==================== block 1
<file path="src/rtl/fifo_lane_pkg.sv">
// fifo_lane_pkg: shared lane constants and flag bundle for the per-lane
// receive FIFO. The default widths are shared with the 1-to-2 demux so
// that both sides of the lane interface agree.
package fifo_lane_pkg;

  localparam int FIFO_LANE_DATA_W = 4;
  localparam int FIFO_LANE_DEPTH  = 8;
  localparam int FIFO_LANE_ADDR_W = 3;

  typedef struct packed {
    logic full;
    logic empty;
    logic almost_full;
    logic almost_empty;
  } fifo_lane_flags_t;

endpackage

</file>
<file path="src/rtl/fifo_lane_mem.sv">
// fifo_lane_mem: DEPTH x DATA_W register file with one synchronous write
// port and one asynchronous read port. Storage is deliberately not reset.
module fifo_lane_mem #(
  parameter int DATA_W = 4,
  parameter int DEPTH  = 8,
  parameter int ADDR_W = 3
) (
  input  logic              clk,
  input  logic              we,
  input  logic [ADDR_W-1:0] waddr,
  input  logic [DATA_W-1:0] wdata,
  input  logic [ADDR_W-1:0] raddr,
  output logic [DATA_W-1:0] rdata
);

  logic [DATA_W-1:0] mem_q [DEPTH];

  // Write the addressed entry on an accepted push.
  always_ff @(posedge clk) begin
    if (we) begin
      mem_q[waddr] <= wdata;
    end
  end

  assign rdata = mem_q[raddr];

endmodule

</file>
<file path="src/rtl/fifo_lane.sv">
// fifo_lane: per-lane receive FIFO behind the 1-to-2 demux. Registered pop
// output, occupancy count and threshold flags decoded from the registered
// count. Optional sticky overflow/underflow flags are built only when the
// macro FIFO_LANE_ERR_EN is defined; otherwise both error ports read 0.
module fifo_lane
  import fifo_lane_pkg::*;
#(
  parameter int DATA_W    = FIFO_LANE_DATA_W,
  parameter int DEPTH     = FIFO_LANE_DEPTH,
  parameter int ADDR_W    = FIFO_LANE_ADDR_W,
  parameter int AF_THRESH = 6,
  parameter int AE_THRESH = 2
) (
  input  logic              clk,
  input  logic              reset_L,
  input  logic              valid_in,
  input  logic [DATA_W-1:0] data_in,
  input  logic              pop,
  output logic [DATA_W-1:0] data_out,
  output logic              valid_out,
  output logic              full,
  output logic              empty,
  output logic              almost_full,
  output logic              almost_empty,
  output logic [ADDR_W:0]   count,
  output logic              err_overflow,
  output logic              err_underflow
);

  localparam logic [ADDR_W:0] DEPTH_C = (ADDR_W+1)'(DEPTH);
  localparam logic [ADDR_W:0] AF_C    = (ADDR_W+1)'(AF_THRESH);
  localparam logic [ADDR_W:0] AE_C    = (ADDR_W+1)'(AE_THRESH);

  logic [ADDR_W-1:0] wr_ptr_q, wr_ptr_d;
  logic [ADDR_W-1:0] rd_ptr_q, rd_ptr_d;
  logic [ADDR_W:0]   count_q, count_d;
  logic [DATA_W-1:0] data_out_q, data_out_d;
  logic              valid_out_q, valid_out_d;
  logic [DATA_W-1:0] rdata;
  logic              push_ok, pop_ok;
  fifo_lane_flags_t  flags;

  // Decode occupancy flags from the registered count.
  always_comb begin
    flags              = '0;
    flags.full         = (count_q == DEPTH_C);
    flags.empty        = (count_q == '0);
    flags.almost_full  = (count_q >= AF_C);
    flags.almost_empty = (count_q <= AE_C);
  end

  // Accept logic: a pop frees a slot when full, but there is no bypass when empty.
  always_comb begin
    push_ok     = valid_in && (!flags.full || pop);
    pop_ok      = pop && !flags.empty;
    wr_ptr_d    = push_ok ? wr_ptr_q + 1'b1 : wr_ptr_q;
    rd_ptr_d    = pop_ok ? rd_ptr_q + 1'b1 : rd_ptr_q;
    count_d     = count_q;
    if (push_ok && !pop_ok) begin
      count_d = count_q + 1'b1;
    end else if (pop_ok && !push_ok) begin
      count_d = count_q - 1'b1;
    end
    valid_out_d = pop_ok;
    data_out_d  = pop_ok ? rdata : '0;
  end

  // Control and output registers; reset discards all stored words.
  always_ff @(posedge clk or negedge reset_L) begin
    if (!reset_L) begin
      wr_ptr_q    <= '0;
      rd_ptr_q    <= '0;
      count_q     <= '0;
      data_out_q  <= '0;
      valid_out_q <= 1'b0;
    end else begin
      wr_ptr_q    <= wr_ptr_d;
      rd_ptr_q    <= rd_ptr_d;
      count_q     <= count_d;
      data_out_q  <= data_out_d;
      valid_out_q <= valid_out_d;
    end
  end

`ifdef FIFO_LANE_ERR_EN
  logic err_ovf_q, err_ovf_d;
  logic err_unf_q, err_unf_d;

  // Sticky error flags: dropped push sets overflow, rejected pop sets underflow.
  always_comb begin
    err_ovf_d = err_ovf_q || (valid_in && flags.full && !pop);
    err_unf_d = err_unf_q || (pop && flags.empty);
  end

  // Error flags hold until reset.
  always_ff @(posedge clk or negedge reset_L) begin
    if (!reset_L) begin
      err_ovf_q <= 1'b0;
      err_unf_q <= 1'b0;
    end else begin
      err_ovf_q <= err_ovf_d;
      err_unf_q <= err_unf_d;
    end
  end

  assign err_overflow  = err_ovf_q;
  assign err_underflow = err_unf_q;
`else
  assign err_overflow  = 1'b0;
  assign err_underflow = 1'b0;
`endif

  fifo_lane_mem #(
    .DATA_W (DATA_W),
    .DEPTH  (DEPTH),
    .ADDR_W (ADDR_W)
  ) u_mem (
    .clk   (clk),
    .we    (push_ok),
    .waddr (wr_ptr_q),
    .wdata (data_in),
    .raddr (rd_ptr_q),
    .rdata (rdata)
  );

  assign data_out     = data_out_q;
  assign valid_out    = valid_out_q;
  assign count        = count_q;
  assign full         = flags.full;
  assign empty        = flags.empty;
  assign almost_full  = flags.almost_full;
  assign almost_empty = flags.almost_empty;

endmodule

</file>
<file path="config.mk">
export PLATFORM = sky130hd
export DESIGN_NAME = fifo_lane
export DESIGN_NICKNAME = d
export VERILOG_FILES = /design/src/rtl/fifo_lane_pkg.sv /design/src/rtl/fifo_lane_mem.sv /design/src/rtl/fifo_lane.sv
export SDC_FILE = /design/constraint.sdc
export NUM_CORES = 1
export LEC_CHECK = 0
export ABC_AREA = 1
export CAP_MARGIN = 10
export CORE_ASPECT_RATIO = 1.2
export CORE_MARGIN = 2
export CORE_UTILIZATION = 45
export DETAILED_ROUTE_END_ITERATION = 12
export GPL_TIMING_DRIVEN = 1
export PLACE_DENSITY = 0.72
export SETUP_SLACK_MARGIN = 0.5
export SLEW_MARGIN = 10
export SYNTH_ARGS = -nofsm -noshare
export SYNTH_HDL_FRONTEND = slang
export SYNTH_HIERARCHICAL = 1
export SYNTH_SLANG_ARGS = --single-unit
export TNS_END_PERCENT = 30
</file>
<file path="constraint.sdc">
create_clock -name clk -period 6.1 [get_ports clk]
set_input_delay 1.83 -clock clk [delete_from_list [all_inputs] [get_ports clk]]
set_output_delay 1.83 -clock clk [all_outputs]
set_load 0.02 [all_outputs]
</file>
==================== block 2
$ cat config.mk
export PLATFORM = sky130hd
export DESIGN_NAME = ramb4_s4_arb
export DESIGN_NICKNAME = d
export VERILOG_FILES = /design/src/rtl/ramb4_s4_arb.sv
export SDC_FILE = /design/constraint.sdc
export NUM_CORES = 1
export LEC_CHECK = 0
export ABC_AREA = 1
export CORE_UTILIZATION = 29
export CTS_CLUSTER_DIAMETER = 50
export CTS_CLUSTER_SIZE = 8
export DETAILED_ROUTE_END_ITERATION = 8
export PLACE_DENSITY = 0.83
export SETUP_SLACK_MARGIN = 0.5
export SYNTH_ARGS = -nofsm -noshare
export SYNTH_HDL_FRONTEND = slang
export SYNTH_SLANG_ARGS = --single-unit
$ cat constraint.sdc
create_clock -name CLK -period 1.96 [get_ports CLK]
set_clock_uncertainty 0.2 [all_clocks]
set_input_delay 0.49 -clock CLK [delete_from_list [all_inputs] [get_ports CLK]]
set_output_delay 0.49 -clock CLK [all_outputs]
set_load 0.01 [all_outputs]
$ cat src/rtl/ramb4_s4_arb.sv
// Two-requester round-robin arbiter in front of one RAMB4 (1024x4) port.
// Optional RAMB4_ARB_LOCK_EN adds LOCK0/LOCK1 so an owner can keep the port.
module ramb4_s4_arb #(
  parameter int ADDR_W = 10,
  parameter int DATA_W = 4
) (
  input  logic              CLK,
  input  logic              RST,
  input  logic              REQ0,
  input  logic              REQ1,
  input  logic              WE0,
  input  logic              WE1,
  input  logic [ADDR_W-1:0] ADDR0,
  input  logic [ADDR_W-1:0] ADDR1,
  input  logic [DATA_W-1:0] DI0,
  input  logic [DATA_W-1:0] DI1,
`ifdef RAMB4_ARB_LOCK_EN
  input  logic              LOCK0,
  input  logic              LOCK1,
`endif
  output logic              GNT0,
  output logic              GNT1,
  output logic [DATA_W-1:0] DO0,
  output logic [DATA_W-1:0] DO1,
  output logic              VLD0,
  output logic              VLD1,
  output logic              RAM_EN,
  output logic              RAM_WE,
  output logic [ADDR_W-1:0] RAM_ADDR,
  output logic [DATA_W-1:0] RAM_DI,
  input  logic [DATA_W-1:0] RAM_DO
);

  typedef enum logic [1:0] {
    ST_NONE = 2'd0,
    ST_P0   = 2'd1,
    ST_P1   = 2'd2
  } state_e;

  state_e state_q, state_d;
  logic   prio_q, prio_d;
  logic   vld0_q, vld0_d;
  logic   vld1_q, vld1_d;
  logic   lock0, lock1;
  logic   xfer0, xfer1;

`ifdef RAMB4_ARB_LOCK_EN
  assign lock0 = LOCK0;
  assign lock1 = LOCK1;
`else
  assign lock0 = 1'b0;
  assign lock1 = 1'b0;
`endif

  assign xfer0 = (state_q == ST_P0) & REQ0;
  assign xfer1 = (state_q == ST_P1) & REQ1;

  // prio_q = 0 favours requester 0 on a simultaneous request from idle
  always_comb begin
    state_d = state_q;
    prio_d  = prio_q;
    vld0_d  = xfer0 & ~WE0;
    vld1_d  = xfer1 & ~WE1;
    if (xfer0) begin
      prio_d = 1'b1;
    end else if (xfer1) begin
      prio_d = 1'b0;
    end
    unique case (state_q)
      ST_NONE: begin
        if (REQ0 & REQ1) begin
          state_d = prio_q ? ST_P1 : ST_P0;
        end else if (REQ0) begin
          state_d = ST_P0;
        end else if (REQ1) begin
          state_d = ST_P1;
        end
      end
      ST_P0: begin
        if (REQ1 & ~(REQ0 & lock0)) begin
          state_d = ST_P1;
        end else if (!REQ0) begin
          state_d = ST_NONE;
        end
      end
      ST_P1: begin
        if (REQ0 & ~(REQ1 & lock1)) begin
          state_d = ST_P0;
        end else if (!REQ1) begin
          state_d = ST_NONE;
        end
      end
      default: state_d = ST_NONE;
    endcase
  end

  always_comb begin
    RAM_EN   = 1'b0;
    RAM_WE   = 1'b0;
    RAM_ADDR = '0;
    RAM_DI   = '0;
    unique case (state_q)
      ST_P0: begin
        RAM_EN   = REQ0;
        RAM_WE   = REQ0 & WE0;
        RAM_ADDR = ADDR0;
        RAM_DI   = DI0;
      end
      ST_P1: begin
        RAM_EN   = REQ1;
        RAM_WE   = REQ1 & WE1;
        RAM_ADDR = ADDR1;
        RAM_DI   = DI1;
      end
      default: begin
        RAM_EN = 1'b0;
      end
    endcase
  end

  always_ff @(posedge CLK or posedge RST) begin
    if (RST) begin
      state_q <= ST_NONE;
      prio_q  <= 1'b0;
      vld0_q  <= 1'b0;
      vld1_q  <= 1'b0;
    end else begin
      state_q <= state_d;
      prio_q  <= prio_d;
      vld0_q  <= vld0_d;
      vld1_q  <= vld1_d;
    end
  end

  assign GNT0 = (state_q == ST_P0);
  assign GNT1 = (state_q == ST_P1);
  assign VLD0 = vld0_q;
  assign VLD1 = vld1_q;
  assign DO0  = RAM_DO;
  assign DO1  = RAM_DO;

endmodule
==================== block 3
<file path="src/rtl/ha_array_pkg.sv">
// rtl/ha_array_pkg.sv - shared widths and FSM state type for the row accumulator
package ha_array_pkg;

    localparam int ROWS  = 4;
    localparam int B_W   = 7;
    localparam int T_W   = 9;
    localparam int ROW_W = 10;
    localparam int ACC_W = 17;

    typedef enum logic [1:0] {
        ST_IDLE = 2'd0,
        ST_ACC  = 2'd1,
        ST_DONE = 2'd2
    } state_t;

endpackage

</file>
<file path="src/rtl/ha_row_value.sv">
// rtl/ha_row_value.sv - weighted value of one partial-product row (sum row plus shifted carry row)
module ha_row_value
    import ha_array_pkg::*;
(
    input  logic [B_W-1:0]   b_i,
    input  logic [T_W-1:0]   t_i,
    output logic [ROW_W-1:0] v_o
);

    // Carry bits 0..5 weigh one place up; carry bit 6 lands on the sum row's top bit.
    assign v_o = ROW_W'(t_i)
               + ROW_W'({b_i[5:0], 1'b0})
               + ROW_W'({b_i[6], 8'b0});

endmodule

</file>
<file path="src/rtl/ha_array_accumulator.sv">
// rtl/ha_array_accumulator.sv - captures four partial-product rows and sums them one row per cycle
module ha_array_accumulator
    import ha_array_pkg::*;
#(
    parameter int SATURATE = 1
) (
    input  logic           clk,
    input  logic           rst,
    input  logic [B_W-1:0] ha_array_0_b,
    input  logic [B_W-1:0] ha_array_1_b,
    input  logic [B_W-1:0] ha_array_2_b,
    input  logic [B_W-1:0] ha_array_3_b,
    input  logic [T_W-1:0] ha_array_0_t,
    input  logic [T_W-1:0] ha_array_1_t,
    input  logic [T_W-1:0] ha_array_2_t,
    input  logic [T_W-1:0] ha_array_3_t,
    input  logic           in_valid,
    output logic           in_ready,
    output logic           out_valid,
    input  logic           out_ready,
    output logic [15:0]    product,
    output logic           ovf
);

    state_t                     state_q, state_d;
    logic [1:0]                 cnt_q, cnt_d;
    logic [ACC_W-1:0]           acc_q, acc_d;
    logic [ROWS-1:0][B_W-1:0]   b_q, b_d;
    logic [ROWS-1:0][T_W-1:0]   t_q, t_d;
    logic [ROW_W-1:0]           row_v;

    ha_row_value u_row_value (
        .b_i (b_q[cnt_q]),
        .t_i (t_q[cnt_q]),
        .v_o (row_v)
    );

    always_comb begin
        state_d = state_q;
        cnt_d   = cnt_q;
        acc_d   = acc_q;
        b_d     = b_q;
        t_d     = t_q;
        case (state_q)
            ST_IDLE: begin
                if (in_valid) begin
                    b_d     = {ha_array_3_b, ha_array_2_b, ha_array_1_b, ha_array_0_b};
                    t_d     = {ha_array_3_t, ha_array_2_t, ha_array_1_t, ha_array_0_t};
                    acc_d   = '0;
                    cnt_d   = '0;
                    state_d = ST_ACC;
                end
            end
            ST_ACC: begin
                acc_d = acc_q + (ACC_W'(row_v) << {cnt_q, 1'b0});
                cnt_d = cnt_q + 2'd1;
                if (cnt_q == 2'(ROWS - 1)) begin
                    state_d = ST_DONE;
                end
            end
            ST_DONE: begin
                if (out_ready) begin
                    state_d = ST_IDLE;
                end
            end
            default: state_d = ST_IDLE;
        endcase
    end

    always_ff @(posedge clk or posedge rst) begin
        if (rst) begin
            state_q <= ST_IDLE;
            cnt_q   <= '0;
            acc_q   <= '0;
            b_q     <= '0;
            t_q     <= '0;
        end else begin
            state_q <= state_d;
            cnt_q   <= cnt_d;
            acc_q   <= acc_d;
            b_q     <= b_d;
            t_q     <= t_d;
        end
    end

    assign in_ready  = (state_q == ST_IDLE);
    assign out_valid = (state_q == ST_DONE);
    assign ovf       = acc_q[ACC_W-1];
    assign product   = (ovf && (SATURATE != 0)) ? 16'hFFFF : acc_q[15:0];

endmodule

</file>
<file path="config.mk">
export PLATFORM = sky130hd
export DESIGN_NAME = ha_array_accumulator
export DESIGN_NICKNAME = d
export VERILOG_FILES = /design/src/rtl/ha_array_pkg.sv /design/src/rtl/ha_row_value.sv /design/src/rtl/ha_array_accumulator.sv
export SDC_FILE = /design/constraint.sdc
export NUM_CORES = 1
export LEC_CHECK = 0
export ABC_AREA = 1
export CAP_MARGIN = 20
export CORE_MARGIN = 8
export CORE_UTILIZATION = 50
export CTS_BUF_LIST = sky130_fd_sc_hd__clkbuf_8 sky130_fd_sc_hd__clkbuf_16
export CTS_CLUSTER_SIZE = 20
export DETAILED_ROUTE_END_ITERATION = 10
export DONT_BUFFER_PORTS = 1
export GPL_TIMING_DRIVEN = 0
export PLACE_DENSITY = 0.74
export SYNTH_ARGS = -nofsm -noshare
export SYNTH_HDL_FRONTEND = slang
export SYNTH_HIERARCHICAL = 1
export SYNTH_SLANG_ARGS = --single-unit
</file>
<file path="constraint.sdc">
create_clock -name clk -period 3.5 [get_ports clk]
set_clock_uncertainty 0.1 [all_clocks]
set_input_delay 0.35 -clock clk [delete_from_list [all_inputs] [get_ports clk]]
set_output_delay 0.35 -clock clk [all_outputs]
set_load 0.01 [all_outputs]
</file>

==> gallery <==
Metal layers overlaid.
Plate I
Bar = 20 um. Two of the layers only.
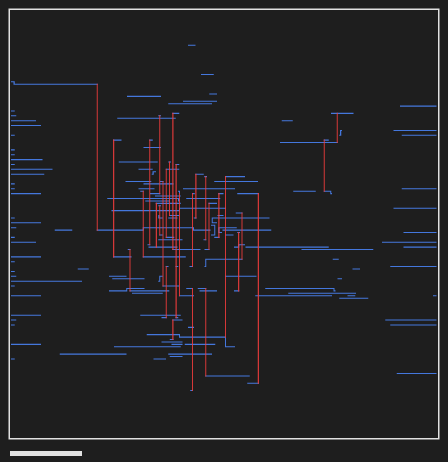
Plate II
Bar = 10 um. Two of the layers only.
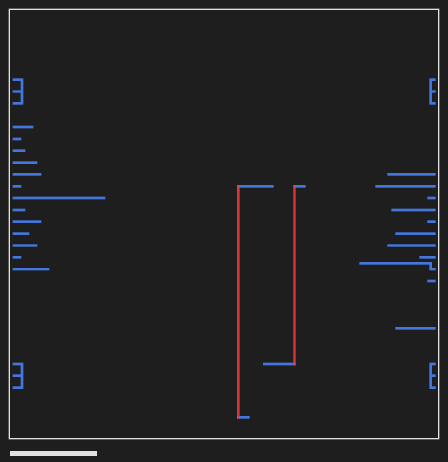
Plate III
Bar = 20 um. Two of the layers only.
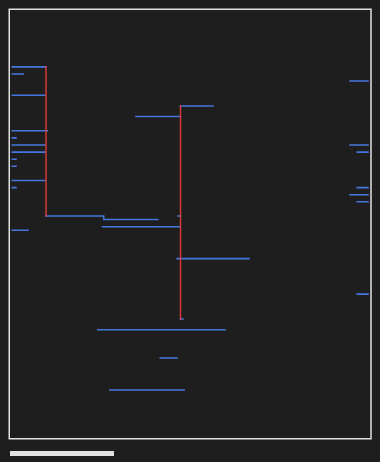
Plate III comes from block 1.
Plate II comes from block 2.
Plate I comes from block 3.

Key to Plate III:
met4: drawn in red, wire length 69.4 um. met3: drawn in blue, wire length 172 um.

**Block 3: register map, names as in the netlist**

Bar = 20 um. Other sequential cells in the stronger gray, the rest of the logic in the fainter gray.
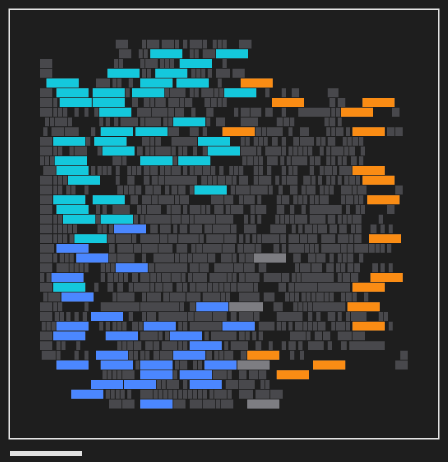
acc_q: drawn in orange, flops 17. b_q: drawn in blue, flops 28. t_q: drawn in cyan, flops 36.
Another 4 sequential cells are not colored.

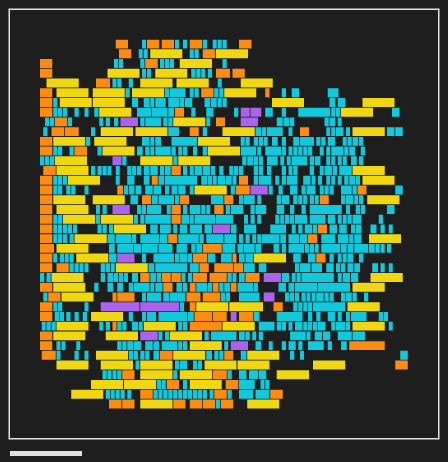
**Above:** block 3 (placement by cell class).
Bar = 20 um.
other buffers and delay cells: drawn in orange, cells 108. all other logic: drawn in cyan, cells 652. flip-flops: drawn in yellow, cells 85. clock drivers and dummy loads: drawn in purple, cells 16.

==> flow_summary.yaml, block 3 <==
# synthesis and place-and-route metrics
run_status:
  status: "complete, but fails checks"
  violations: "negative setup slack"
placed_design:
  port_buffers: 0
  placedInstanceArea_um2: 5582
  gp_congestion: 0.9197
cells_and_area:
  post-route-util_pct: 66.55
  drive_gt1_share_pct: 23.34
  top_regs: "t_q x36, b_q x28, acc_q x17"
  n_all_buffers: 108
  biggestCellCategory: "logic gates"
  num-multi-input-gates: 575
  final_common_cell: "nand2_1"
drt:
  num_vias: 5454
  highest_layer: "met4"
  wl_met3_um: 1037
  wl_met2_um: 8263
  wl_met1_um: 6798
  routedWlPerCell_um: 16.73
logic_synthesis:
  edf_count: 0
  synth-xor-area-share_pct: 0.4887
  fa_ha_area_share_pct: 6.330
  simple_gate_area_share_pct: 34.40
  syn_nets: 861
  synthMuxAreaShare_pct: 1.489
  synth_top_cell_by_count: "nand2_1"
timing:
  setup_slack_ns: -0.1769
  setup_viol: 10
  fin_setup_tns_ns: -1.012
setup_path:
  crit_start: "cnt_q[1]$_DFFE_PP0P_"
  required_ns: 3.67
  cp_max_fo: 7
  crit_path_start_kind: "flop"
  path_class: "reg -> reg"
  ff2ff_setup_slack_ns: -0.18
  cp.depth: 25
  slowest_stage: "dfrtp_1"
clock_network:
  cts-root-buf: "clkbuf_8"
  insertion_delay_ns: 0.37
  clk_pin_slew_ns: 0.09
hold_path:
  hold_depth: 2
  hold_path.class: "in -> reg"
grt:
  grt_pass1_vias: 5492
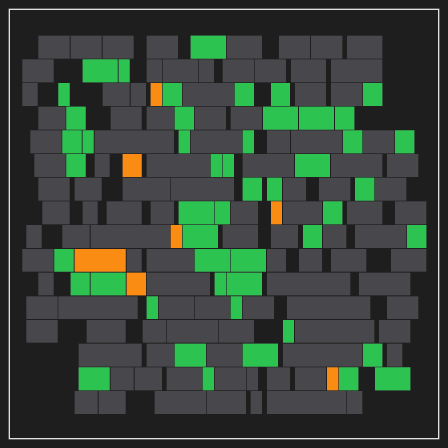
**Above:** block 2 (logic cells by family).
NAND gates: drawn in green, cells 49, where all over the die. inverters: drawn in orange, cells 7.

==> flow_summary.yaml, block 2 <==
# synthesis and place-and-route metrics
run_status:
  status: "complete, but fails checks"
  violations: "negative setup slack"
clock_network:
  clockBufferDepth: 2
  h-tree-depth: 1
floorplanning:
  io_pins: 66
timing:
  setup_slack_ns: -0.1647
  setup_viol: 18
setup_path:
  cp.depth: 6
  critPathTopFamily: "flip-flops"
  path_class: "reg -> out"
cells_and_area:
  drive_gt1_share_pct: 62.73
  flops: 5
  largest_reg_flops: 2
logic_synthesis:
  top_cells_by_count: "37 x nand2_1, 17 x a21oi_1, 9 x buf_4"
  synth_top_cell_by_count: "nand2_1"
  synth-async-reset-ratio_pct: 100.0
placed_design:
  pre_cts_ws_ns: -0.5800
  placedInstanceArea_um2: 1380
grt:
  grt_first_pass_wirelength_um: 3843
job:
  warning_count: 34
drt:
  via_per_inst: 4.718
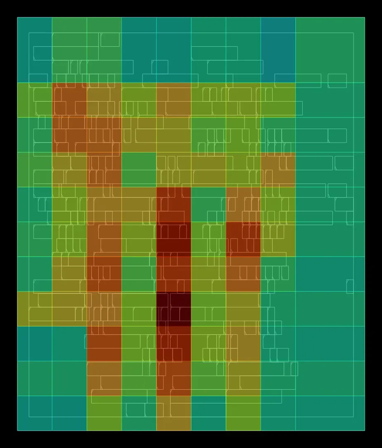
**Above:** block 1 (track usage over the die).
WL per Instance: 12.13 um
all-layer global routing usage: 16.60%
met1 usage: 17.79%
final core occ: 52.70%
met2 Use GR: 30.77%

==> flow_summary.yaml, block 1 <==
# synthesis and place-and-route metrics
cells_and_area:
  flops: 47
  largest_reg_flops: 32
timing:
  max_freq_mhz: 273.5
  timing.final.hold_violations: 0
  post-route-period-util_pct: 59.95
run_status:
  status: "completed"
clock_network:
  insertion_delay_ns: 0.29
  cts_tree: "done"
  cts_buffers: 5
  cts-resized-gates: 0
  clockBufferDepth: 2
setup_path:
  slowest_stage: "clkdlybuf4s50_1"
  crit_path_end_kind: "flop"
drt:
  ant_nets: 0
  drt-total-wl_um: 3978
hold_path:
  hold_path.class: "reg -> reg"
logic_synthesis:
  synth-async-reset-ratio_pct: 31.91
  simple_gate_area_share_pct: 23.56
  top_area_cell: "edfxtp_1"
  yosysTopAreaCellShare_pct: 42.17
job:
  warning_count: 26
placed_design:
  pre_cts_ws_ns: 2.127

